######## vgs_pulse_scheduler ########
### Metal 1, vgs_pulse_scheduler

Scale bar: 50 um. Cells faint in the background.
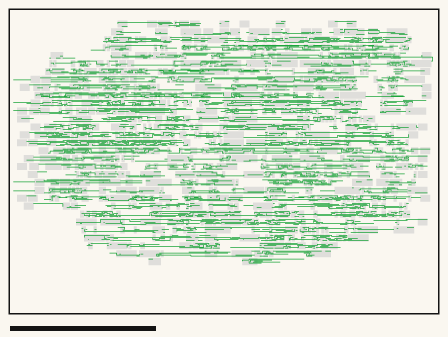

`config.mk`:
```
export PLATFORM = sky130hd
export DESIGN_NAME = vgs_pulse_scheduler
export DESIGN_NICKNAME = d
export VERILOG_FILES = /design/src/rtl/vgs_pulse_scheduler.sv
export SDC_FILE = /design/constraint.sdc
export NUM_CORES = 1
export LEC_CHECK = 0
export ABC_AREA = 1
export CORE_ASPECT_RATIO = 0.7
export CORE_MARGIN = 2
export CORE_UTILIZATION = 35
export CTS_CLUSTER_SIZE = 12
export DETAILED_ROUTE_END_ITERATION = 10
export SLEW_MARGIN = 0
export SYNTH_ARGS = -nofsm -noshare
export SYNTH_HDL_FRONTEND = slang
export SYNTH_SLANG_ARGS = --single-unit
```
`constraint.sdc`:
```
create_clock -name clk -period 3.35 [get_ports clk]
set_input_delay 0.335 -clock clk [delete_from_list [all_inputs] [get_ports clk]]
set_output_delay 0.335 -clock clk [all_outputs]
set_load 0.005 [all_outputs]
```
`src/rtl/vgs_pulse_scheduler.sv`:
```
`default_nettype none
// ---------------------------------------------------------------------------
// vgs_pulse_scheduler : periodic gate-drive request generator with abort and fault latch.
// Optional soft-start ramp via macro VGS_SOFT_START_EN.   Rev 1.0
// ---------------------------------------------------------------------------
module vgs_pulse_scheduler #(
  parameter int CW      = 16,
  parameter int MIN_OFF = 4
) (
  input  logic          clk,
  input  logic          rst,
  input  logic          enable,
  input  logic [CW-1:0] period,
  input  logic [CW-1:0] on_time,
  input  logic          fault,
  input  logic          fault_clr,
  output logic          vgs_req,
  output logic          busy,
  output logic          fault_latched,
  output logic [15:0]   pulse_cnt
);

  typedef enum logic [1:0] {
    IDLE  = 2'd0,
    ON    = 2'd1,
    OFF   = 2'd2,
    FAULT = 2'd3
  } state_t;

  localparam logic [CW-1:0] MIN_OFF_C  = CW'(MIN_OFF);
  localparam logic [CW-1:0] ZERO_PER_C = CW'(MIN_OFF + 1);
  localparam logic [CW-1:0] CNT_MAX    = '1;

  state_t        state, state_nx;
  logic [CW-1:0] cnt, cnt_nx, cnt_inc;
  logic [CW-1:0] per_q, per_nx, eff_q, eff_nx;
  logic [CW-1:0] start_per, start_eff, on_lim;
  logic          aborting, aborting_nx;
  logic          flt_nx, vgs_nx, do_start;
  logic [15:0]   pcnt_nx;

  assign cnt_inc = (cnt == CNT_MAX) ? cnt : cnt + CW'(1);

`ifdef VGS_SOFT_START_EN
  logic [CW-1:0] ramp, ramp_use;
  // The ramp restarts at 1 from IDLE and grows by one per completed period.
  assign ramp_use = (state == IDLE) ? CW'(1) :
                    ((ramp == CNT_MAX) ? ramp : ramp + CW'(1));
`endif

  // Period and effective on-time for a period starting on the next edge.
  always_comb begin
    start_per = (period == '0) ? ZERO_PER_C : period;
    on_lim    = period - MIN_OFF_C;
    if (period <= MIN_OFF_C) begin
      start_eff = '0;
    end else begin
      start_eff = (on_time < on_lim) ? on_time : on_lim;
`ifdef VGS_SOFT_START_EN
      if (ramp_use < start_eff) start_eff = ramp_use;
`endif
    end
  end

  always_comb begin
    state_nx    = state;
    cnt_nx      = cnt;
    per_nx      = per_q;
    eff_nx      = eff_q;
    aborting_nx = aborting;
    flt_nx      = fault_latched;
    pcnt_nx     = pulse_cnt;
    do_start    = 1'b0;
    if (fault) begin
      state_nx    = FAULT;
      flt_nx      = 1'b1;
      cnt_nx      = '0;
      aborting_nx = 1'b0;
    end else begin
      case (state)
        IDLE: begin
          if (enable && !fault_latched) do_start = 1'b1;
        end
        ON: begin
          if (!enable) begin
            state_nx    = OFF;
            aborting_nx = 1'b1;
            cnt_nx      = CW'(1);
          end else if (cnt >= eff_q) begin
            state_nx = OFF;
            pcnt_nx  = pulse_cnt + 16'd1;
            cnt_nx   = cnt_inc;
          end else begin
            cnt_nx = cnt_inc;
          end
        end
        OFF: begin
          if (aborting) begin
            if (cnt >= MIN_OFF_C) begin
              state_nx    = IDLE;
              aborting_nx = 1'b0;
              cnt_nx      = '0;
            end else begin
              cnt_nx = cnt_inc;
            end
          end else if (cnt >= per_q) begin
            if (enable) begin
              do_start = 1'b1;
            end else begin
              state_nx = IDLE;
              cnt_nx   = '0;
            end
          end else begin
            cnt_nx = cnt_inc;
          end
        end
        FAULT: begin
          if (fault_clr) begin
            state_nx = IDLE;
            flt_nx   = 1'b0;
          end
        end
        default: state_nx = IDLE;
      endcase
    end
    if (do_start) begin
      per_nx   = start_per;
      eff_nx   = start_eff;
      cnt_nx   = CW'(1);
      state_nx = (start_eff != '0) ? ON : OFF;
    end
    vgs_nx = (state_nx == ON);
  end

  always_ff @(posedge clk) begin
    if (rst) begin
      state         <= IDLE;
      cnt           <= '0;
      per_q         <= '0;
      eff_q         <= '0;
      aborting      <= 1'b0;
      vgs_req       <= 1'b0;
      busy          <= 1'b0;
      fault_latched <= 1'b0;
      pulse_cnt     <= '0;
    end else begin
      state         <= state_nx;
      cnt           <= cnt_nx;
      per_q         <= per_nx;
      eff_q         <= eff_nx;
      aborting      <= aborting_nx;
      vgs_req       <= vgs_nx;
      busy          <= (state_nx != IDLE);
      fault_latched <= flt_nx;
      pulse_cnt     <= pcnt_nx;
    end
  end

`ifdef VGS_SOFT_START_EN
  always_ff @(posedge clk) begin
    if (rst)           ramp <= '0;
    else if (do_start) ramp <= ramp_use;
  end
`endif

endmodule
`default_nettype wire

```
######## the_ffm ########
--- config.mk ---
export PLATFORM = sky130hd
export DESIGN_NAME = the_ffm
export DESIGN_NICKNAME = d
export VERILOG_FILES = /design/src/rtl/the_ffm_pkg.sv /design/src/rtl/the_ffm_uart_rx.sv /design/src/rtl/the_ffm.sv
export SDC_FILE = /design/constraint.sdc
export NUM_CORES = 1
export LEC_CHECK = 0
export CORE_ASPECT_RATIO = 0.75
export CORE_MARGIN = 8
export CORE_UTILIZATION = 45
export DETAILED_ROUTE_END_ITERATION = 8
export SLEW_MARGIN = 30
export SYNTH_ARGS = -nofsm -noshare
export SYNTH_HDL_FRONTEND = slang
export SYNTH_SLANG_ARGS = --single-unit
--- constraint.sdc ---
create_clock -name clk80 -period 4.4 [get_ports clk80]
set_clock_uncertainty 0.2 [all_clocks]
set_input_delay 0.88 -clock clk80 [delete_from_list [all_inputs] [get_ports clk80]]
set_output_delay 0.88 -clock clk80 [all_outputs]
set_load 0.005 [all_outputs]
--- src/rtl/the_ffm_pkg.sv ---
// rtl/the_ffm_pkg.sv - shared constants, types and helpers for the_ffm
package the_ffm_pkg;
    localparam int DEF_BAUD_DIV   = 16;
    localparam int DEF_ORB_DIV    = 25;
    localparam int DEF_REQ_PERIOD = 40000;
    localparam int DEF_REQ_WIDTH  = 16;

    localparam logic [7:0] SYNC_BYTE0 = 8'hAA;
    localparam logic [7:0] SYNC_BYTE1 = 8'h55;

    localparam int FRAME_LEN    = 64;
    localparam int SENSOR_LEN   = 15;
    localparam int NUM_SENSORS  = 4;
    localparam int SENSOR_BYTES = NUM_SENSORS * SENSOR_LEN;

    typedef logic [7:0] byte_t;

    function automatic byte_t sat_inc8(input byte_t v);
        return (v == 8'hFF) ? v : v + 8'd1;
    endfunction
endpackage

--- src/rtl/the_ffm_uart_rx.sv ---
// rtl/the_ffm_uart_rx.sv - 8N1 UART receiver with 2-FF input synchroniser
module uart_rx #(
    parameter int BAUD_DIV = 16
) (
    input  logic       clk,
    input  logic       rst_n,
    input  logic       rx,
    output logic [7:0] data,
    output logic       valid,
    output logic       frame_err
);
    localparam int CW = $clog2(BAUD_DIV);
    localparam logic [CW-1:0] HALF_LAST = CW'(BAUD_DIV / 2 - 1);
    localparam logic [CW-1:0] BIT_LAST  = CW'(BAUD_DIV - 1);

    localparam logic [1:0] ST_IDLE  = 2'd0;
    localparam logic [1:0] ST_START = 2'd1;
    localparam logic [1:0] ST_DATA  = 2'd2;
    localparam logic [1:0] ST_STOP  = 2'd3;

    logic          sync1_q, sync1_d, sync2_q, sync2_d, prev_q, prev_d;
    logic [1:0]    state_q, state_d;
    logic [CW-1:0] cnt_q, cnt_d;
    logic [2:0]    bit_q, bit_d;
    logic [7:0]    shift_q, shift_d;
    logic [7:0]    data_q, data_d;
    logic          valid_q, valid_d, ferr_q, ferr_d;

    always_comb begin
        sync1_d = rx;
        sync2_d = sync1_q;
        prev_d  = sync2_q;
        state_d = state_q;
        cnt_d   = cnt_q;
        bit_d   = bit_q;
        shift_d = shift_q;
        data_d  = data_q;
        valid_d = 1'b0;
        ferr_d  = 1'b0;
        case (state_q)
            ST_IDLE: begin
                if (prev_q && !sync2_q) begin
                    state_d = ST_START;
                    cnt_d   = '0;
                end
            end
            ST_START: begin
                // a glitch that is high again at mid-bit is not a start
                if (cnt_q == HALF_LAST) begin
                    cnt_d   = '0;
                    bit_d   = '0;
                    state_d = sync2_q ? ST_IDLE : ST_DATA;
                end else begin
                    cnt_d = cnt_q + 1'b1;
                end
            end
            ST_DATA: begin
                if (cnt_q == BIT_LAST) begin
                    cnt_d   = '0;
                    shift_d = {sync2_q, shift_q[7:1]};
                    bit_d   = bit_q + 3'd1;
                    if (bit_q == 3'd7) state_d = ST_STOP;
                end else begin
                    cnt_d = cnt_q + 1'b1;
                end
            end
            default: begin
                if (cnt_q == BIT_LAST) begin
                    cnt_d   = '0;
                    state_d = ST_IDLE;
                    if (sync2_q) begin
                        data_d  = shift_q;
                        valid_d = 1'b1;
                    end else begin
                        ferr_d = 1'b1;
                    end
                end else begin
                    cnt_d = cnt_q + 1'b1;
                end
            end
        endcase
    end

    always_ff @(posedge clk or negedge rst_n) begin
        if (!rst_n) begin
            sync1_q <= 1'b1;
            sync2_q <= 1'b1;
            prev_q  <= 1'b1;
            state_q <= ST_IDLE;
            cnt_q   <= '0;
            bit_q   <= '0;
            shift_q <= '0;
            data_q  <= '0;
            valid_q <= 1'b0;
            ferr_q  <= 1'b0;
        end else begin
            sync1_q <= sync1_d;
            sync2_q <= sync2_d;
            prev_q  <= prev_d;
            state_q <= state_d;
            cnt_q   <= cnt_d;
            bit_q   <= bit_d;
            shift_q <= shift_d;
            data_q  <= data_d;
            valid_q <= valid_d;
            ferr_q  <= ferr_d;
        end
    end

    assign data      = data_q;
    assign valid     = valid_q;
    assign frame_err = ferr_q;
endmodule

--- src/rtl/the_ffm.sv ---
// rtl/the_ffm.sv - request strobes, four sensor buffers, MCX accumulator and Orb frame serialiser
module the_ffm
    import the_ffm_pkg::*;
#(
    parameter int BAUD_DIV   = DEF_BAUD_DIV,
    parameter int REQ_PERIOD = DEF_REQ_PERIOD,
    parameter int REQ_WIDTH  = DEF_REQ_WIDTH,
    parameter int ORB_DIV    = DEF_ORB_DIV
) (
    input  logic clk80,
    input  logic rst_n,
    input  logic UART1_RX,
    input  logic UART3_RX,
    input  logic UART4_RX,
    input  logic UART5_RX,
    input  logic UART7_RX,
    output logic UART1_dRX,
    output logic UART3_dRX,
    output logic UART4_dRX,
    output logic UART5_dRX,
    output logic UART7_dRX,
    output logic Orb_serial
);
    localparam int RCW = $clog2(REQ_PERIOD);
    localparam logic [RCW-1:0] REQ_LAST = RCW'(REQ_PERIOD - 1);
    localparam int PWW = $clog2(REQ_WIDTH + 1);
    localparam logic [PWW-1:0] PULSE_LAST = PWW'(REQ_WIDTH - 1);
    localparam int OCW = $clog2(ORB_DIV);
    localparam logic [OCW-1:0] ORB_LAST = OCW'(ORB_DIV - 1);
    localparam logic [3:0] IDX_FULL = 4'(SENSOR_LEN);
    localparam logic [5:0] BYTE_MCX_CNT = 6'(FRAME_LEN - 2);
    localparam logic [5:0] BYTE_MCX_SUM = 6'(FRAME_LEN - 1);

    logic [4:0] rx_line;
    byte_t      rx_data [5];
    logic [4:0] rx_valid, rx_ferr;

    assign rx_line = {UART7_RX, UART5_RX, UART4_RX, UART3_RX, UART1_RX};

    // instances 0..3 are the sensor channels, instance 4 is the MCX line
    for (genvar g = 0; g < 5; g++) begin : g_rx
        uart_rx #(.BAUD_DIV(BAUD_DIV)) u_rx (
            .clk      (clk80),
            .rst_n    (rst_n),
            .rx       (rx_line[g]),
            .data     (rx_data[g]),
            .valid    (rx_valid[g]),
            .frame_err(rx_ferr[g])
        );
    end

    logic [RCW-1:0] req_cnt_q, req_cnt_d;
    logic [PWW-1:0] pulse_q, pulse_d;
    logic           drx_q, drx_d;
    logic           req_wrap;

    logic [3:0] idx_q [NUM_SENSORS];
    logic [3:0] idx_d [NUM_SENSORS];
    byte_t      sens_buf_q [SENSOR_BYTES];
    byte_t      sens_buf_d [SENSOR_BYTES];

    byte_t acc_cnt_q, acc_cnt_d, acc_sum_q, acc_sum_d;
    byte_t mcx_cnt_q, mcx_cnt_d, mcx_sum_q, mcx_sum_d;

    logic [OCW-1:0] orb_div_q, orb_div_d;
    logic [2:0]     orb_bit_q, orb_bit_d;
    logic [5:0]     orb_byte_q, orb_byte_d;
    byte_t          orb_shift_q, orb_shift_d;
    logic           orb_q, orb_d;
    byte_t          frame_byte;

    assign req_wrap = (req_cnt_q == REQ_LAST);

    always_comb begin
        req_cnt_d = req_wrap ? '0 : req_cnt_q + 1'b1;
        drx_d     = req_wrap || (pulse_q != '0);
        if (req_wrap) pulse_d = PULSE_LAST;
        else if (pulse_q != '0) pulse_d = pulse_q - 1'b1;
        else pulse_d = '0;
    end

    always_comb begin
        idx_d      = idx_q;
        sens_buf_d = sens_buf_q;
        for (int c = 0; c < NUM_SENSORS; c++) begin
            if (req_wrap) begin
                idx_d[2'(c)] = '0;
            end else if (rx_valid[3'(c)] && !rx_ferr[3'(c)] && idx_q[2'(c)] != IDX_FULL) begin
                sens_buf_d[6'(c * SENSOR_LEN) + 6'(idx_q[2'(c)])] = rx_data[3'(c)];
                idx_d[2'(c)] = idx_q[2'(c)] + 4'd1;
            end
        end
    end

    always_comb begin
        acc_cnt_d = acc_cnt_q;
        acc_sum_d = acc_sum_q;
        mcx_cnt_d = mcx_cnt_q;
        mcx_sum_d = mcx_sum_q;
        if (req_wrap) begin
            mcx_cnt_d = acc_cnt_q;
            mcx_sum_d = acc_sum_q;
            acc_cnt_d = '0;
            acc_sum_d = '0;
        end else if (rx_valid[4] && !rx_ferr[4]) begin
            acc_cnt_d = sat_inc8(acc_cnt_q);
            acc_sum_d = acc_sum_q + rx_data[4];
        end
    end

    always_comb begin
        if (orb_byte_q == 6'd0) frame_byte = SYNC_BYTE0;
        else if (orb_byte_q == 6'd1) frame_byte = SYNC_BYTE1;
        else if (orb_byte_q == BYTE_MCX_CNT) frame_byte = mcx_cnt_q;
        else if (orb_byte_q == BYTE_MCX_SUM) frame_byte = mcx_sum_q;
        else frame_byte = sens_buf_q[orb_byte_q - 6'd2];
    end

    // the byte is copied into the shifter once, at its first bit, so later buffer writes cannot tear it
    always_comb begin
        orb_div_d   = (orb_div_q == ORB_LAST) ? '0 : orb_div_q + 1'b1;
        orb_bit_d   = orb_bit_q;
        orb_byte_d  = orb_byte_q;
        orb_shift_d = orb_shift_q;
        orb_d       = orb_q;
        if (orb_div_q == '0) begin
            if (orb_bit_q == 3'd0) begin
                orb_d       = frame_byte[7];
                orb_shift_d = {frame_byte[6:0], 1'b0};
            end else begin
                orb_d       = orb_shift_q[7];
                orb_shift_d = {orb_shift_q[6:0], 1'b0};
            end
        end
        if (orb_div_q == ORB_LAST) begin
            orb_bit_d = orb_bit_q + 3'd1;
            if (orb_bit_q == 3'd7) orb_byte_d = orb_byte_q + 6'd1;
        end
    end

    always_ff @(posedge clk80 or negedge rst_n) begin
        if (!rst_n) begin
            req_cnt_q   <= '0;
            pulse_q     <= '0;
            drx_q       <= 1'b0;
            idx_q       <= '{default: '0};
            sens_buf_q  <= '{default: '0};
            acc_cnt_q   <= '0;
            acc_sum_q   <= '0;
            mcx_cnt_q   <= '0;
            mcx_sum_q   <= '0;
            orb_div_q   <= '0;
            orb_bit_q   <= '0;
            orb_byte_q  <= '0;
            orb_shift_q <= '0;
            orb_q       <= 1'b0;
        end else begin
            req_cnt_q   <= req_cnt_d;
            pulse_q     <= pulse_d;
            drx_q       <= drx_d;
            idx_q       <= idx_d;
            sens_buf_q  <= sens_buf_d;
            acc_cnt_q   <= acc_cnt_d;
            acc_sum_q   <= acc_sum_d;
            mcx_cnt_q   <= mcx_cnt_d;
            mcx_sum_q   <= mcx_sum_d;
            orb_div_q   <= orb_div_d;
            orb_bit_q   <= orb_bit_d;
            orb_byte_q  <= orb_byte_d;
            orb_shift_q <= orb_shift_d;
            orb_q       <= orb_d;
        end
    end

    assign UART1_dRX  = drx_q;
    assign UART3_dRX  = drx_q;
    assign UART4_dRX  = drx_q;
    assign UART5_dRX  = drx_q;
    assign UART7_dRX  = drx_q;
    assign Orb_serial = orb_q;
endmodule

### Track usage over the die, vgs_pulse_scheduler

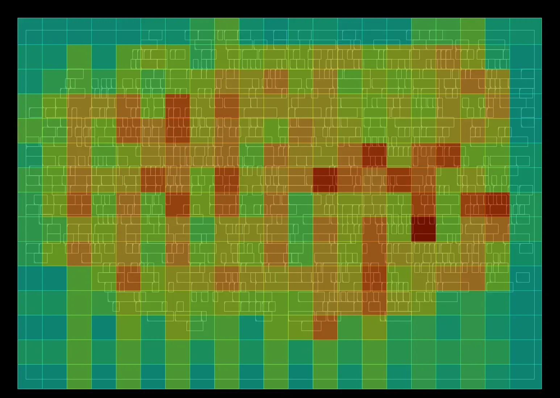
GR Layer Usage met2: 23.9%
final core occ: 47.4%
total global routing track utilization: 18.2%
met3 Track Usage GR: 3.11%
Wirelength per Cell: 13.1 um

### The metal 2 layer, vgs_pulse_scheduler

Scale bar: 50 um. Cells faint in the background.
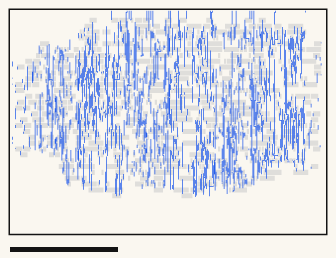
main direction = vertical
longest straight run = 44.2 um
nets with wire on the layer = 690
share of all routed wire = 38%
wire length on this layer = 5140 um
Vias: 4920
drt total wl: 13600 um

Notes on 'Metal 1' of vgs_pulse_scheduler above:
share of all routed wire = 56%
longest straight run = 35.4 um
main direction = horizontal
wire length on this layer = 7670 um
met1 usage: 30.0%

==> impl_metrics.ini, vgs_pulse_scheduler <==
; yosys + openroad results
[global_routing]
grt_pass1_wl_um = 22700
antenna_found_initial = 0

[clocking]
cts_buffers = 9
clkSlewWorstSetupHoldPaths_ps = 60
cts_tree = yes
ctsResizeCount = 0

[final_layout]
area_growth_pct = 32.2
logic_area_sq_um = 3200
final_common_cell = nand2_1
final_cell_mix = nand2_1 (133), inv_1 (102), nor2_1 (72)
seq_cells = 70

[yosys]
top_cells_by_count = nand2_1 (136), inv_1 (104), nor2_1 (73)
adder_share_pct = 14.0
simple_gate_area_share_pct = 29.0
synth_xor_xnor_area_share_pct = 2.80
edf_count = 0
top_area_share_pct = 28.0
avgSynthCellArea_sq_um = 6.90

[placed_design]
dpl.hpwl_um = 10800
placed_area_sq_um = 6150
place.gp.congestion = 0.843

[setup_path]
worstRegToRegCells = 16
crit_cells = 22
r2r_start = cnt[11]$_SDFFE_PP0P_
worst-r2r-setup-slack_ps = 600
worst_ep_required_time_ps = 3610

[sta]
finalCritPeriodShare_pct = 91.9
max_freq_mhz = 325
tns_ps = 0
finalHoldViolations = 0
drv_slew = 0

[floorplan]
num_io_pins = 56

[pwr]
p_total_mw = 2.51
power.density_nw_per_um2 = 380
swShare_pct = 32.3
power.internal_mw = 1.70

[drt]
via_per_inst = 4.74
wl_met2_um = 5140

[min_path]
min_to = eff_q[6]$_SDFFE_PP0P_

[outcome]
outcome = completed
### The metal 2 layer, the_ffm

Scale bar: 100 um. Cells faint in the background.
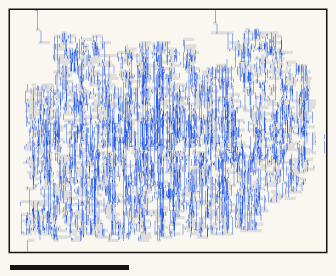
wire length on this layer = 20.3 mm
longest straight run = 87.4 um
nets with wire on the layer = 1442
drt total wl: 45800 um
GR Layer Usage met2: 26.4%
Vias: 12682

==> impl_metrics.ini, the_ffm <==
; yosys + openroad results
[outcome]
outcome = completed

[drt]
drc = 0
wl_met1_um = 22200
wl_met3_um = 2510

[clocking]
cts_buffer_depth = 3
cts_buffers = 45
clk_latency_ps = 560

[job]
warnings = 51

[setup_path]
worstRegToRegCells = 7
slowest_stage = and4b_1
critPathCaptureType = flip-flop

[pwr]
p_comb_uw = 635

[sta]
finalCritPeriodShare_pct = 69.9

[final_layout]
area_growth_pct = 10.4
regMostFlops = sens_buf_q
clk_share_pct = 6.82

[placed_design]
numPortBuffers = 10
placed_cells = 2174

[global_routing]
grt_max_degree = 102

######## mem_arbiter ########
### The metal 2 layer, mem_arbiter

Scale bar: 20 um. Cells faint in the background.
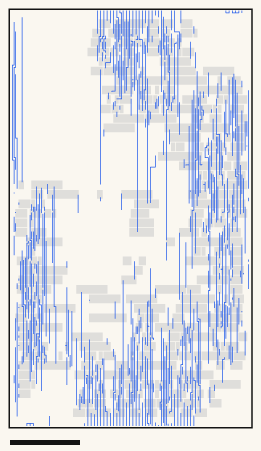

$ cat config.mk
export PLATFORM = sky130hd
export DESIGN_NAME = mem_arbiter
export DESIGN_NICKNAME = d
export VERILOG_FILES = /design/src/rtl/mem_arb_pkg.sv /design/src/rtl/mem_arb_beat_cnt.sv /design/src/rtl/mem_arbiter.sv
export SDC_FILE = /design/constraint.sdc
export NUM_CORES = 1
export LEC_CHECK = 0
export ABC_AREA = 1
export CAP_MARGIN = 20
export CORE_ASPECT_RATIO = 1.75
export CORE_UTILIZATION = 29
export CTS_CLUSTER_SIZE = 16
export DETAILED_ROUTE_END_ITERATION = 10
export GPL_ROUTABILITY_DRIVEN = 0
export PLACE_DENSITY = 0.78
export SYNTH_ARGS = -nofsm -noshare
export SYNTH_HDL_FRONTEND = slang
export SYNTH_SLANG_ARGS = --single-unit
$ cat constraint.sdc
create_clock -name clk -period 1.2 [get_ports clk]
set_input_delay 0.24 -clock clk [delete_from_list [all_inputs] [get_ports clk]]
set_output_delay 0.24 -clock clk [all_outputs]
set_load 0.01 [all_outputs]
$ cat src/rtl/mem_arb_pkg.sv
// Shared types and defaults for the two-port refill arbiter (mem_arbiter).
package mem_arb_pkg;

  typedef enum logic [1:0] {
    IDLE    = 2'd0,
    BURST   = 2'd1,
    RELEASE = 2'd2
  } state_t;

  typedef enum logic {
    OWN_IC = 1'b0,
    OWN_DC = 1'b1
  } owner_t;

  localparam int BURST_LEN_DEF = 4;

  // One extra bit so the counter can represent BURST_LEN itself.
  function automatic int cnt_width(input int len);
    return $clog2(len) + 1;
  endfunction

endpackage

$ cat src/rtl/mem_arb_beat_cnt.sv
// Beat counter for one refill burst; done flags the beat that brings the count to BURST_LEN.
module mem_arb_beat_cnt
  import mem_arb_pkg::*;
#(
  parameter int BURST_LEN = BURST_LEN_DEF
) (
  input  logic clk,
  input  logic rst,
  input  logic clear,
  input  logic inc,
  output logic done
);

  localparam int CW = cnt_width(BURST_LEN);

  logic [CW-1:0] count_reg;
  logic [CW-1:0] count_next;

  always_comb begin
    count_next = count_reg;
    if (clear)
      count_next = '0;
    else if (inc)
      count_next = count_reg + CW'(1);
  end

  always_ff @(posedge clk or posedge rst) begin
    if (rst)
      count_reg <= '0;
    else
      count_reg <= count_next;
  end

  // Look at the post-increment value so the FSM can leave BURST on the final beat itself.
  assign done = (count_next == CW'(BURST_LEN));

endmodule

$ cat src/rtl/mem_arbiter.sv
// Arbitrates I-cache and D-cache refill bursts onto one memory port.
// Optional round-robin on simultaneous requests: define MEM_ARB_RR_EN (default: IC priority).
module mem_arbiter
  import mem_arb_pkg::*;
#(
  parameter int ADR_WIDTH  = 32,
  parameter int DATA_WIDTH = 32,
  parameter int BURST_LEN  = BURST_LEN_DEF
) (
  input  logic                  clk,
  input  logic                  rst,
  input  logic                  req_ic2arb,
  input  logic [ADR_WIDTH-1:0]  adr_ic2arb,
  output logic                  ack_arb2ic,
  output logic [DATA_WIDTH-1:0] dat_arb2ic,
  input  logic                  req_dc2arb,
  input  logic [ADR_WIDTH-1:0]  adr_dc2arb,
  output logic                  ack_arb2dc,
  output logic [DATA_WIDTH-1:0] dat_arb2dc,
  output logic                  req_arb2mem,
  output logic [ADR_WIDTH-1:0]  adr_arb2mem,
  input  logic                  ack_mem2arb,
  input  logic [DATA_WIDTH-1:0] dat_mem2arb,
  output logic                  busy
);

  state_t               state_reg, state_next;
  owner_t               owner_reg, owner_next;
  owner_t               winner;
  logic [ADR_WIDTH-1:0] adr_reg, adr_next;
  logic                 grant, beat, done;

`ifdef MEM_ARB_RR_EN
  owner_t last_reg;

  always_comb begin
    if (req_ic2arb && req_dc2arb)
      winner = (last_reg == OWN_IC) ? OWN_DC : OWN_IC;
    else
      winner = req_ic2arb ? OWN_IC : OWN_DC;
  end

  always_ff @(posedge clk or posedge rst) begin
    if (rst)
      last_reg <= OWN_DC;
    else if (grant)
      last_reg <= winner;
  end
`else
  always_comb begin
    winner = req_ic2arb ? OWN_IC : OWN_DC;
  end
`endif

  // Requests are only looked at in IDLE, so RELEASE blocks a stale regrant.
  assign grant = (state_reg == IDLE) && (req_ic2arb || req_dc2arb);
  assign beat  = (state_reg == BURST) && ack_mem2arb;

  always_comb begin
    state_next = state_reg;
    owner_next = owner_reg;
    adr_next   = adr_reg;
    case (state_reg)
      IDLE: begin
        if (grant) begin
          state_next = BURST;
          owner_next = winner;
          adr_next   = (winner == OWN_IC) ? adr_ic2arb : adr_dc2arb;
        end
      end
      BURST:   if (done) state_next = RELEASE;
      RELEASE: state_next = IDLE;
      default: state_next = IDLE;
    endcase
  end

  always_ff @(posedge clk or posedge rst) begin
    if (rst) begin
      state_reg <= IDLE;
      owner_reg <= OWN_IC;
      adr_reg   <= '0;
    end else begin
      state_reg <= state_next;
      owner_reg <= owner_next;
      adr_reg   <= adr_next;
    end
  end

  mem_arb_beat_cnt #(
    .BURST_LEN (BURST_LEN)
  ) u_beat_cnt (
    .clk   (clk),
    .rst   (rst),
    .clear (grant),
    .inc   (beat),
    .done  (done)
  );

  assign busy        = (state_reg == BURST);
  assign req_arb2mem = busy;
  assign adr_arb2mem = adr_reg;
  assign ack_arb2ic  = beat && (owner_reg == OWN_IC);
  assign ack_arb2dc  = beat && (owner_reg == OWN_DC);
  assign dat_arb2ic  = dat_mem2arb;
  assign dat_arb2dc  = dat_mem2arb;

endmodule

######## operand_fetch ########
$ cat src/rtl/operand_fetch_pkg.sv
// Shared instruction-format definitions for the operand fetch stage and ALU wrapper:
// field positions, opcode encodings, register-file geometry and the issue decoder.
package operand_fetch_pkg;

    localparam int DATA_W   = 16;
    localparam int INST_W   = 16;
    localparam int NUM_REGS = 8;
    localparam int REG_AW   = 3;

    // Field positions inside the instruction word
    localparam int OP_LSB  = 14;   // op   [15:14]
    localparam int RA_LSB  = 11;   // Ra/Rs [13:11]
    localparam int RB_LSB  = 8;    // Rb/Rd [10:8]
    localparam int OP3_LSB = 4;    // op3  [7:4]
    localparam int D8_LSB  = 0;    // d8   [7:0]
    localparam int D4_LSB  = 0;    // d4   [3:0]

    typedef enum logic [1:0] {
        OP_LD  = 2'b00,
        OP_ST  = 2'b01,
        OP_IMM = 2'b10,
        OP_ALU = 2'b11
    } op_e;

    typedef enum logic [3:0] {
        OP3_ADD = 4'b0000,
        OP3_SUB = 4'b0001,
        OP3_AND = 4'b0010,
        OP3_OR  = 4'b0011,
        OP3_XOR = 4'b0100,
        OP3_CMP = 4'b0101,
        OP3_MOV = 4'b0110,
        OP3_SLL = 4'b1000,
        OP3_SLR = 4'b1001,
        OP3_SRL = 4'b1010,
        OP3_SRA = 4'b1011,
        OP3_IN  = 4'b1100,
        OP3_OUT = 4'b1101,
        OP3_HLT = 4'b1111
    } op3_e;

    // Source selection for operand B
    typedef enum logic [1:0] {
        BR_REG = 2'b00,
        BR_D4  = 2'b01,
        BR_D8  = 2'b10
    } br_sel_e;

    // Everything the issue logic needs to know about one instruction
    typedef struct packed {
        logic [REG_AW-1:0] ra;       // [13:11] field
        logic [REG_AW-1:0] rb;       // [10:8] field
        logic              use_rb;   // [10:8] register is a checked source
        logic              use_ra;   // [13:11] register is a checked source
        logic              has_dst;
        logic [REG_AW-1:0] dst;
        logic              ar_zero;  // operand A is constant zero
        br_sel_e           br_sel;
        logic              is_st;    // drive store data
        logic [DATA_W-1:0] d8_sext;
        logic [DATA_W-1:0] d4_zext;
    } dec_t;

    function automatic dec_t decode(input logic [INST_W-1:0] inst);
        dec_t       d;
        logic [1:0] op;
        logic [3:0] op3;
        op        = inst[OP_LSB +: 2];
        op3       = inst[OP3_LSB +: 4];
        d         = '0;
        d.ra      = inst[RA_LSB +: REG_AW];
        d.rb      = inst[RB_LSB +: REG_AW];
        d.br_sel  = BR_D8;
        d.d8_sext = {{(DATA_W-8){inst[D8_LSB+7]}}, inst[D8_LSB +: 8]};
        d.d4_zext = {{(DATA_W-4){1'b0}}, inst[D4_LSB +: 4]};
        case (op)
            OP_ALU: begin
                d.dst    = d.rb;
                d.br_sel = BR_REG;
                if (op3 inside {OP3_SLL, OP3_SLR, OP3_SRL, OP3_SRA}) begin
                    d.br_sel = BR_D4;
                    d.use_rb = 1'b1;
                end else if (!(op3 inside {OP3_IN, OP3_HLT})) begin
                    d.use_rb = 1'b1;
                    d.use_ra = 1'b1;
                end
                d.has_dst = op3 inside {OP3_ADD, OP3_SUB, OP3_AND, OP3_OR, OP3_XOR,
                                        OP3_MOV, OP3_SLL, OP3_SLR, OP3_SRL, OP3_SRA,
                                        OP3_IN};
            end
            OP_LD: begin
                d.use_rb  = 1'b1;
                d.has_dst = 1'b1;
                d.dst     = d.ra;
            end
            OP_ST: begin
                d.use_rb = 1'b1;
                d.use_ra = 1'b1;
                d.is_st  = 1'b1;
            end
            default: begin
                // Immediate group: only LI (Ra field zero) writes, into Rb
                d.ar_zero = 1'b1;
                d.has_dst = (d.ra == '0);
                d.dst     = d.rb;
            end
        endcase
        return d;
    endfunction

endpackage

$ cat src/rtl/operand_fetch_regfile.sv
// 8x16 general register file: two operand read ports, one store-data read port,
// one write port. Reads see a same-cycle write (write-through bypass).
module regfile
    import operand_fetch_pkg::*;
(
    input  logic              clock,
    input  logic              reset_n,
    input  logic              i_wr_en,
    input  logic [REG_AW-1:0] i_wr_addr,
    input  logic [DATA_W-1:0] i_wr_data,
    input  logic [REG_AW-1:0] i_rd_addr_a,
    output logic [DATA_W-1:0] o_rd_data_a,
    input  logic [REG_AW-1:0] i_rd_addr_b,
    output logic [DATA_W-1:0] o_rd_data_b,
    input  logic [REG_AW-1:0] i_rd_addr_s,
    output logic [DATA_W-1:0] o_rd_data_s
);

    logic [NUM_REGS-1:0][DATA_W-1:0] r_regs;

    // Register write; reset clears every register
    always_ff @(posedge clock or negedge reset_n) begin
        if (!reset_n) begin
            r_regs <= '0;
        end else if (i_wr_en) begin
            r_regs[i_wr_addr] <= i_wr_data;
        end
    end

    // Reads with bypass from the write port
    always_comb begin
        o_rd_data_a = r_regs[i_rd_addr_a];
        o_rd_data_b = r_regs[i_rd_addr_b];
        o_rd_data_s = r_regs[i_rd_addr_s];
        if (i_wr_en && (i_wr_addr == i_rd_addr_a)) o_rd_data_a = i_wr_data;
        if (i_wr_en && (i_wr_addr == i_rd_addr_b)) o_rd_data_b = i_wr_data;
        if (i_wr_en && (i_wr_addr == i_rd_addr_s)) o_rd_data_s = i_wr_data;
    end

endmodule

$ cat src/rtl/operand_fetch.sv
// Operand fetch stage: decodes an instruction, reads operands with write-back bypass,
// stalls on scoreboard hazards and presents a registered bundle to the ALU wrapper.
module operand_fetch
    import operand_fetch_pkg::*;
(
    input  logic              clock,
    input  logic              reset_n,
    input  logic              in_valid,
    output logic              in_ready,
    input  logic [INST_W-1:0] in_inst,
    output logic              out_valid,
    input  logic              out_ready,
    output logic [INST_W-1:0] ir_data,
    output logic [DATA_W-1:0] ar,
    output logic [DATA_W-1:0] br,
    output logic [DATA_W-1:0] sdata,
    input  logic              wb_en,
    input  logic [REG_AW-1:0] wb_addr,
    input  logic [DATA_W-1:0] wb_data
);

    dec_t                w_dec;
    logic [DATA_W-1:0]   w_rd_a;
    logic [DATA_W-1:0]   w_rd_b;
    logic [DATA_W-1:0]   w_rd_s;
    logic [NUM_REGS-1:0] w_wb_mask;
    logic [NUM_REGS-1:0] w_busy;
    logic [NUM_REGS-1:0] w_set_mask;
    logic                w_hazard;
    logic                w_accept;
    logic [DATA_W-1:0]   w_ar;
    logic [DATA_W-1:0]   w_br;
    logic [DATA_W-1:0]   w_sd;

    logic [NUM_REGS-1:0] r_pend;
    logic                r_out_valid;
    logic [INST_W-1:0]   r_ir;
    logic [DATA_W-1:0]   r_ar;
    logic [DATA_W-1:0]   r_br;
    logic [DATA_W-1:0]   r_sd;

    assign w_dec = decode(in_inst);

    // Port A always reads the [10:8] field, ports B and S the [13:11] field
    regfile u_regfile (
        .clock       (clock),
        .reset_n     (reset_n),
        .i_wr_en     (wb_en),
        .i_wr_addr   (wb_addr),
        .i_wr_data   (wb_data),
        .i_rd_addr_a (w_dec.rb),
        .o_rd_data_a (w_rd_a),
        .i_rd_addr_b (w_dec.ra),
        .o_rd_data_b (w_rd_b),
        .i_rd_addr_s (w_dec.ra),
        .o_rd_data_s (w_rd_s)
    );

    // Hazard check: a pending register is only free if it is written back right now
    always_comb begin
        w_wb_mask = '0;
        if (wb_en) w_wb_mask[wb_addr] = 1'b1;
        w_busy   = r_pend & ~w_wb_mask;
        w_hazard = (w_dec.use_rb  && w_busy[w_dec.rb])
                || (w_dec.use_ra  && w_busy[w_dec.ra])
                || (w_dec.has_dst && w_busy[w_dec.dst]);
        in_ready = !w_hazard && (!r_out_valid || out_ready);
        w_accept = in_valid && in_ready;
        w_set_mask = '0;
        if (w_accept && w_dec.has_dst) w_set_mask[w_dec.dst] = 1'b1;
    end

    // Operand muxing for the bundle being issued
    always_comb begin
        w_ar = w_dec.ar_zero ? '0 : w_rd_a;
        case (w_dec.br_sel)
            BR_REG:  w_br = w_rd_b;
            BR_D4:   w_br = w_dec.d4_zext;
            default: w_br = w_dec.d8_sext;
        endcase
        w_sd = w_dec.is_st ? w_rd_s : '0;
    end

    // Scoreboard: write-back clears, a same-cycle issue to the same register wins
    always_ff @(posedge clock or negedge reset_n) begin
        if (!reset_n) begin
            r_pend <= '0;
        end else begin
            r_pend <= (r_pend & ~w_wb_mask) | w_set_mask;
        end
    end

    // Output bundle register: load on accept, hold while the ALU stalls
    always_ff @(posedge clock or negedge reset_n) begin
        if (!reset_n) begin
            r_out_valid <= 1'b0;
            r_ir        <= '0;
            r_ar        <= '0;
            r_br        <= '0;
            r_sd        <= '0;
        end else if (w_accept) begin
            r_out_valid <= 1'b1;
            r_ir        <= in_inst;
            r_ar        <= w_ar;
            r_br        <= w_br;
            r_sd        <= w_sd;
        end else if (out_ready) begin
            r_out_valid <= 1'b0;
        end
    end

    assign out_valid = r_out_valid;
    assign ir_data   = r_ir;
    assign ar        = r_ar;
    assign br        = r_br;
    assign sdata     = r_sd;

endmodule

$ cat config.mk
export PLATFORM = sky130hd
export DESIGN_NAME = operand_fetch
export DESIGN_NICKNAME = d
export VERILOG_FILES = /design/src/rtl/operand_fetch_pkg.sv /design/src/rtl/operand_fetch_regfile.sv /design/src/rtl/operand_fetch.sv
export SDC_FILE = /design/constraint.sdc
export NUM_CORES = 1
export LEC_CHECK = 0
export CELL_PAD_IN_SITES_DETAIL_PLACEMENT = 0
export CELL_PAD_IN_SITES_GLOBAL_PLACEMENT = 2
export CORE_UTILIZATION = 35
export DETAILED_ROUTE_END_ITERATION = 6
export GPL_TIMING_DRIVEN = 0
export PLACE_DENSITY_LB_ADDON = 0.3
export SYNTH_ARGS = -nofsm -noshare
export SYNTH_HDL_FRONTEND = slang
export SYNTH_SLANG_ARGS = --single-unit
$ cat constraint.sdc
create_clock -name clock -period 3.01 [get_ports clock]
set_input_delay 0.602 -clock clock [delete_from_list [all_inputs] [get_ports clock]]
set_output_delay 0.602 -clock clock [all_outputs]
set_load 0.01 [all_outputs]
######## dca_matrix_mac_inst_queue ########
`src/rtl/dca_matrix_mac_inst_queue_pkg.sv`:
```
// rtl/dca_matrix_mac_inst_queue_pkg.sv - shared types and widths for the MAC instruction queue
package dca_matrix_mac_inst_queue_pkg;

    localparam int DONE_CNT_W = 16;

    typedef enum logic {
        ST_IDLE = 1'b0,
        ST_RUN  = 1'b1
    } mac_q_state_e;

    // Opcode byte plus three operand address fields sized for the matrix.
    function automatic int bw_dca_matrix_mac_inst(input int msize);
        return 8 + 3 * $clog2(4 * msize * msize);
    endfunction

    function automatic int occ_w(input int depth);
        return $clog2(depth + 1);
    endfunction

endpackage

```
`src/rtl/dca_inst_fifo.sv`:
```
// rtl/dca_inst_fifo.sv - circular instruction buffer with head-keeping flush
module dca_inst_fifo #(
    parameter int DEPTH = 4,
    parameter int WIDTH = 32
) (
    input  logic                       clk,
    input  logic                       rst,
    input  logic                       push_i,
    input  logic [WIDTH-1:0]           push_data_i,
    input  logic                       pop_i,
    input  logic                       flush_i,
    input  logic                       keep_head_i,
    output logic [WIDTH-1:0]           head_o,
    output logic                       full_o,
    output logic                       empty_o,
    output logic [$clog2(DEPTH+1)-1:0] count_o
);

    localparam int PTR_W = $clog2(DEPTH);
    localparam int CNT_W = $clog2(DEPTH + 1);

    logic [WIDTH-1:0] mem_q [DEPTH];
    logic [PTR_W-1:0] wr_ptr_q, wr_ptr_d;
    logic [PTR_W-1:0] rd_ptr_q, rd_ptr_d;
    logic [CNT_W-1:0] count_q, count_d;
    logic             write_en;

    assign write_en = push_i & ~flush_i;
    assign head_o   = mem_q[rd_ptr_q];
    assign full_o   = (count_q == CNT_W'(DEPTH));
    assign empty_o  = (count_q == '0);
    assign count_o  = count_q;

    always_comb begin
        wr_ptr_d = wr_ptr_q;
        rd_ptr_d = rd_ptr_q;
        count_d  = count_q;
        if (flush_i) begin
            if (keep_head_i) begin
                // Everything behind the head is dropped; a same-cycle pop retires the head too.
                wr_ptr_d = rd_ptr_q + PTR_W'(1);
                rd_ptr_d = pop_i ? rd_ptr_q + PTR_W'(1) : rd_ptr_q;
                count_d  = pop_i ? CNT_W'(0) : CNT_W'(1);
            end else begin
                rd_ptr_d = wr_ptr_q;
                count_d  = '0;
            end
        end else begin
            if (push_i) begin
                wr_ptr_d = wr_ptr_q + PTR_W'(1);
            end
            if (pop_i) begin
                rd_ptr_d = rd_ptr_q + PTR_W'(1);
            end
            count_d = count_q + CNT_W'(push_i) - CNT_W'(pop_i);
        end
    end

    always_ff @(posedge clk or posedge rst) begin
        if (rst) begin
            wr_ptr_q <= '0;
            rd_ptr_q <= '0;
            count_q  <= '0;
        end else begin
            wr_ptr_q <= wr_ptr_d;
            rd_ptr_q <= rd_ptr_d;
            count_q  <= count_d;
        end
    end

    always_ff @(posedge clk or posedge rst) begin
        if (rst) begin
            for (int i = 0; i < DEPTH; i++) begin
                mem_q[i] <= '0;
            end
        end else if (write_en) begin
            mem_q[wr_ptr_q] <= push_data_i;
        end
    end

endmodule

```
`src/rtl/dca_matrix_mac_inst_queue.sv`:
```
// rtl/dca_matrix_mac_inst_queue.sv - MAC instruction queue issuing to the step sequencer
module dca_matrix_mac_inst_queue
    import dca_matrix_mac_inst_queue_pkg::*;
#(
    parameter int MATRIX_SIZE_PARA = 8,
    parameter int DEPTH            = 4,
    parameter int BW_INST          = bw_dca_matrix_mac_inst(MATRIX_SIZE_PARA)
) (
    input  logic                      clk,
    input  logic                      rst,
    input  logic                      clear,
    input  logic                      enable,
    input  logic                      push_valid,
    input  logic [BW_INST-1:0]        push_inst,
    output logic                      push_ready,
    output logic                      seq_req,
    output logic [BW_INST-1:0]        seq_inst,
    input  logic                      seq_busy,
    input  logic                      seq_done,
    output logic [occ_w(DEPTH)-1:0]   num_entries,
    output logic [DONE_CNT_W-1:0]     done_count,
    output logic                      running,
    output logic                      all_done_pulse
);

    localparam int CNT_W = occ_w(DEPTH);

    mac_q_state_e          state_q, state_d;
    logic [DONE_CNT_W-1:0] done_count_q, done_count_d;
    logic                  pulse_q, pulse_d;

    logic                  fifo_full;
    logic                  fifo_empty;
    logic [CNT_W-1:0]      fifo_count;
    logic                  fifo_push;
    logic                  flush;
    logic                  retire;

    assign push_ready = enable & ~fifo_full;
    // A push coinciding with clear is acknowledged but never stored.
    assign fifo_push  = push_valid & push_ready & ~clear;
    assign flush      = enable & clear;

    dca_inst_fifo #(
        .DEPTH (DEPTH),
        .WIDTH (BW_INST)
    ) u_fifo (
        .clk         (clk),
        .rst         (rst),
        .push_i      (fifo_push),
        .push_data_i (push_inst),
        .pop_i       (retire),
        .flush_i     (flush),
        .keep_head_i (state_q == ST_RUN),
        .head_o      (seq_inst),
        .full_o      (fifo_full),
        .empty_o     (fifo_empty),
        .count_o     (fifo_count)
    );

    always_comb begin
        state_d = state_q;
        seq_req = 1'b0;
        retire  = 1'b0;
        case (state_q)
            ST_IDLE: begin
                seq_req = enable & ~fifo_empty & ~seq_busy & ~clear;
                if (seq_req) begin
                    state_d = ST_RUN;
                end
            end
            ST_RUN: begin
                if (enable & seq_done) begin
                    retire  = 1'b1;
                    state_d = ST_IDLE;
                end
            end
            default: state_d = ST_IDLE;
        endcase
    end

    always_comb begin
        done_count_d = done_count_q + DONE_CNT_W'(retire);
        pulse_d      = retire & (flush | ((fifo_count == CNT_W'(1)) & ~fifo_push));
    end

    always_ff @(posedge clk or posedge rst) begin
        if (rst) begin
            state_q      <= ST_IDLE;
            done_count_q <= '0;
            pulse_q      <= 1'b0;
        end else begin
            state_q      <= state_d;
            done_count_q <= done_count_d;
            pulse_q      <= pulse_d;
        end
    end

    assign num_entries    = fifo_count;
    assign done_count     = done_count_q;
    assign running        = (state_q == ST_RUN);
    assign all_done_pulse = pulse_q;

endmodule

```
`config.mk`:
```
export PLATFORM = sky130hd
export DESIGN_NAME = dca_matrix_mac_inst_queue
export DESIGN_NICKNAME = d
export VERILOG_FILES = /design/src/rtl/dca_matrix_mac_inst_queue_pkg.sv /design/src/rtl/dca_inst_fifo.sv /design/src/rtl/dca_matrix_mac_inst_queue.sv
export SDC_FILE = /design/constraint.sdc
export NUM_CORES = 1
export LEC_CHECK = 0
export ABC_AREA = 1
export CORE_ASPECT_RATIO = 0.75
export CORE_MARGIN = 2
export CORE_UTILIZATION = 52
export CTS_BUF_LIST = sky130_fd_sc_hd__clkbuf_8
export DETAILED_ROUTE_END_ITERATION = 12
export GPL_ROUTABILITY_DRIVEN = 0
export PLACE_DENSITY_LB_ADDON = 0.25
export SKIP_LAST_GASP = 1
export SLEW_MARGIN = 20
export SYNTH_ARGS = -nofsm -noshare
export SYNTH_HDL_FRONTEND = slang
export SYNTH_SLANG_ARGS = --single-unit
```
`constraint.sdc`:
```
create_clock -name clk -period 5.6 [get_ports clk]
set_clock_uncertainty 0.1 [all_clocks]
set_input_delay 1.12 -clock clk [delete_from_list [all_inputs] [get_ports clk]]
set_output_delay 1.12 -clock clk [all_outputs]
set_load 0.02 [all_outputs]
```
### Metal 1, mem_arbiter

Scale bar: 20 um. Cells faint in the background.
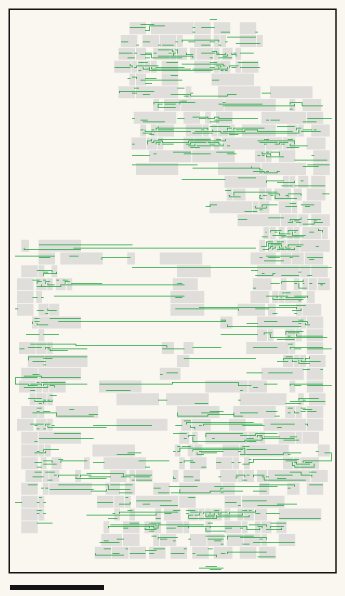
wire length on this layer = 2290 um
share of all routed wire = 33%
main direction = horizontal
longest straight run = 42.3 um
Vias: 2044
drt total wl: 6950 um
met1 usage: 15.1%

About 'The metal 2 layer' of mem_arbiter:
wire length on this layer = 3790 um
longest straight run = 47.1 um
share of all routed wire = 54%
main direction = vertical
GR Layer Usage met2: 30.7%

==> impl_metrics.ini, mem_arbiter <==
; yosys + openroad results
[final_layout]
instances_no_fill = 439
logic_gates = 158

[sta]
drv_slew = 0
setup_viol = 40
finalCritPeriodShare_pct = 112
finalHoldViolations = 0
fin_ws_ps = -147

[yosys]
synth_area_leader_cell = dfrtp_1
synth_nets = 393

[clocking]
cts_buffer_depth = 2
cts_tree = yes

[floorplan]
fp.dieW_um = 69.1

[setup_path]
crit_cells = 4
r2r_end = state_reg[0]$_DFFE_PP0P_
slowest_stage = dfrtp_2
endpoint = ack_arb2ic

[placed_design]
placed_cells = 419

[outcome]
failed_checks = setup timing
outcome = complete, but fails checks

[pwr]
combPwrFrac_pct = 50.3
### Track usage over the die, operand_fetch

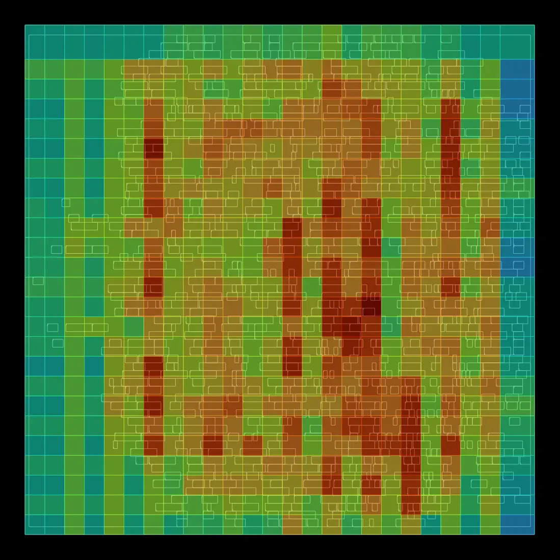
total global routing track utilization: 20.9%
Wirelength per Cell: 24.2 um

### Metal 1, operand_fetch

Scale bar: 50 um. Cells faint in the background.
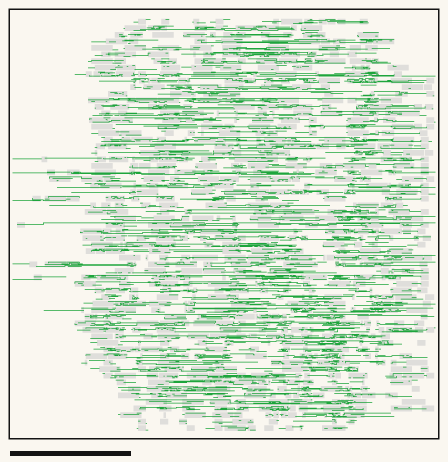
main direction = horizontal
longest straight run = 69.0 um
wire length on this layer = 13500 um
nets with wire on the layer = 866
share of all routed wire = 43%
drt total wl: 31800 um
met1 usage: 26.9%

==> impl_metrics.ini, operand_fetch <==
; yosys + openroad results
[setup_path]
worst-endpoint-arrival_ps = 2410
endpoint = in_ready

[outcome]
failed_checks = setup timing
outcome = complete, but fails checks

[pwr]
swShare_pct = 28.9

[yosys]
edf_count = 0
ys_async_sr_fraction_pct = 100
adder_share_pct = 0
synth_warnings = 0
ys.flops = 201
top_cells_by_count = dfrtp_1 (201), mux2_2 (130), mux4_2 (65)

[final_layout]
signal_buffers = 182
diodes = 1
regMostFlops = u_regfile.r_regs

[job]
warnings = 30

[placed_design]
place.gp.congestion = 0.771
placed_cells = 1251
numPortBuffers = 84
pre_cts_slack_ps = -1460

[sta]
rsz0062_at_grt = yes
tns_ps = -2.01
setup_viol = 1
fin_ws_ps = -2.01

[drt]
top_layer_used = met4

[global_routing]
grt_overflow = 0
### Metal 1, dca_matrix_mac_inst_queue

Scale bar: 50 um. Cells faint in the background.
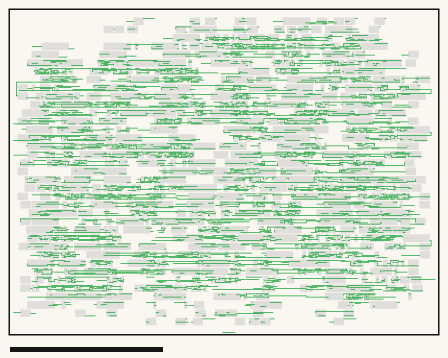
main direction = horizontal
wire length on this layer = 7410 um
nets with wire on the layer = 829
longest straight run = 34.0 um
Vias: 5730
drt total wl: 16100 um
met1 usage: 32.4%

### The metal 2 layer, dca_matrix_mac_inst_queue

Scale bar: 50 um. Cells faint in the background.
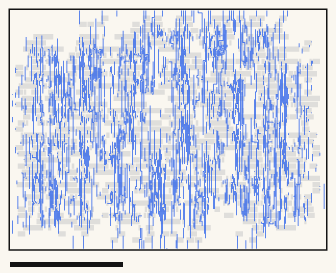
nets with wire on the layer = 723
longest straight run = 49.0 um
wire length on this layer = 7530 um
share of all routed wire = 47%
GR Layer Usage met2: 36.1%

==> impl_metrics.ini, dca_matrix_mac_inst_queue <==
; yosys + openroad results
[outcome]
outcome = completed

[pwr]
swShare_pct = 40.4
peakVddDrop_mv = 0.361
largestPowerGroup = combinational cells
pg_seq_mw = 1.79

[final_layout]
clk_share_pct = 4.86
final_cell_mix = nand2_1 (179), dfrtp_1 (152), clkdlybuf4s50_1 (93)
logic_area_sq_um = 2770
n_fill_cell = 1151
ff_latch_area_sq_um = 3830

[setup_path]
crit_cells = 4
worst-r2r-setup-slack_ps = 3080
crit_family = buffers and inverters
cp_max_fo = 33
slowest_stage = inv_1
critPathBufInv = 2

[global_routing]
grt_max_degree = 106
first_global_vias = 5548
grt.total_usage_pct = 23.0

[yosys]
ys.flops = 153
edf_count = 0
synth_nets = 846
adder_share_pct = 1.68
synthesis.area_sq_um = 7160
ys_async_sr_fraction_pct = 100

[sta]
drv_slew = 0
finalHoldViolations = 0
holdWs_ps = 385
rsz0062_at_grt = no
setup_viol = 0

[drt]
first_iter_violations = 451
ant_nets = 0
wl_met2_um = 7530

[clocking]
cts_setup_buffers = 0

[min_path]
hold_path_class = flip-flop to flip-flop

[placed_design]
dpl.hpwl_um = 9620

[floorplan]
coreArea_sq_um = 13600

==> gallery <==
M3 wires.
panel A
Scale bar: 50 um. Cells faint in the background.
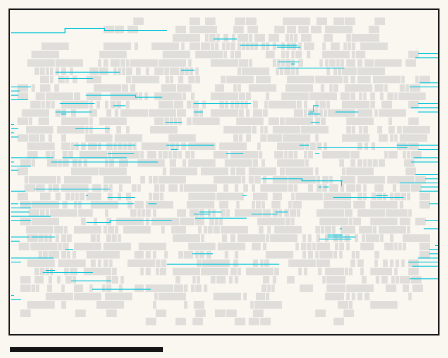
panel B
Scale bar: 20 um. Cells faint in the background.
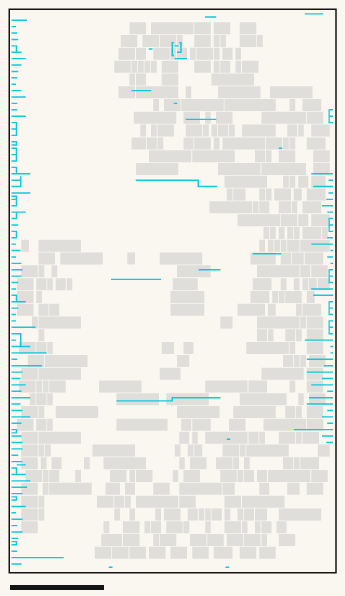
panel C
Scale bar: 50 um. Cells faint in the background.
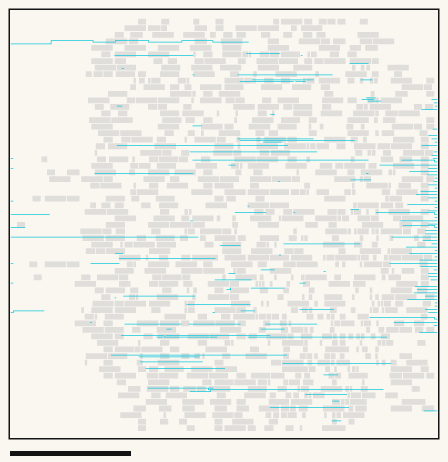
- largest die: panel C
- smallest die: panel B
- panel C = operand_fetch
- panel B = mem_arbiter
- panel A = dca_matrix_mac_inst_queue

Key to panel A:
nets with wire on the layer = 85
main direction = horizontal
wire length on this layer = 1000 um



==> gallery <==
Met4 routing.
picture 1
Scale bar: 100 um.
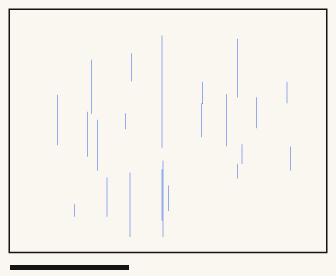
picture 2
Scale bar: 50 um.
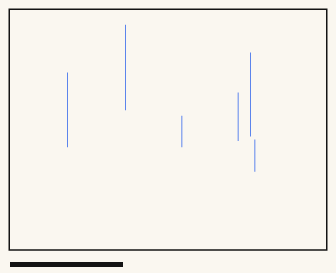
picture 3
Scale bar: 50 um.
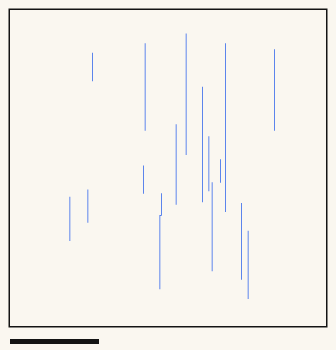
picture 4
Scale bar: 20 um.
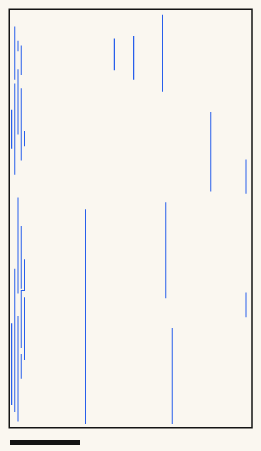
- smallest die: picture 4
- largest die: picture 1
Picture 1 is the_ffm.
Picture 2 is dca_matrix_mac_inst_queue.
Picture 3 is operand_fetch.
Picture 4 is mem_arbiter.

Key to picture 3:
wire length on this layer = 669 um
share of all routed wire = 2.1%
nets with wire on the layer = 9

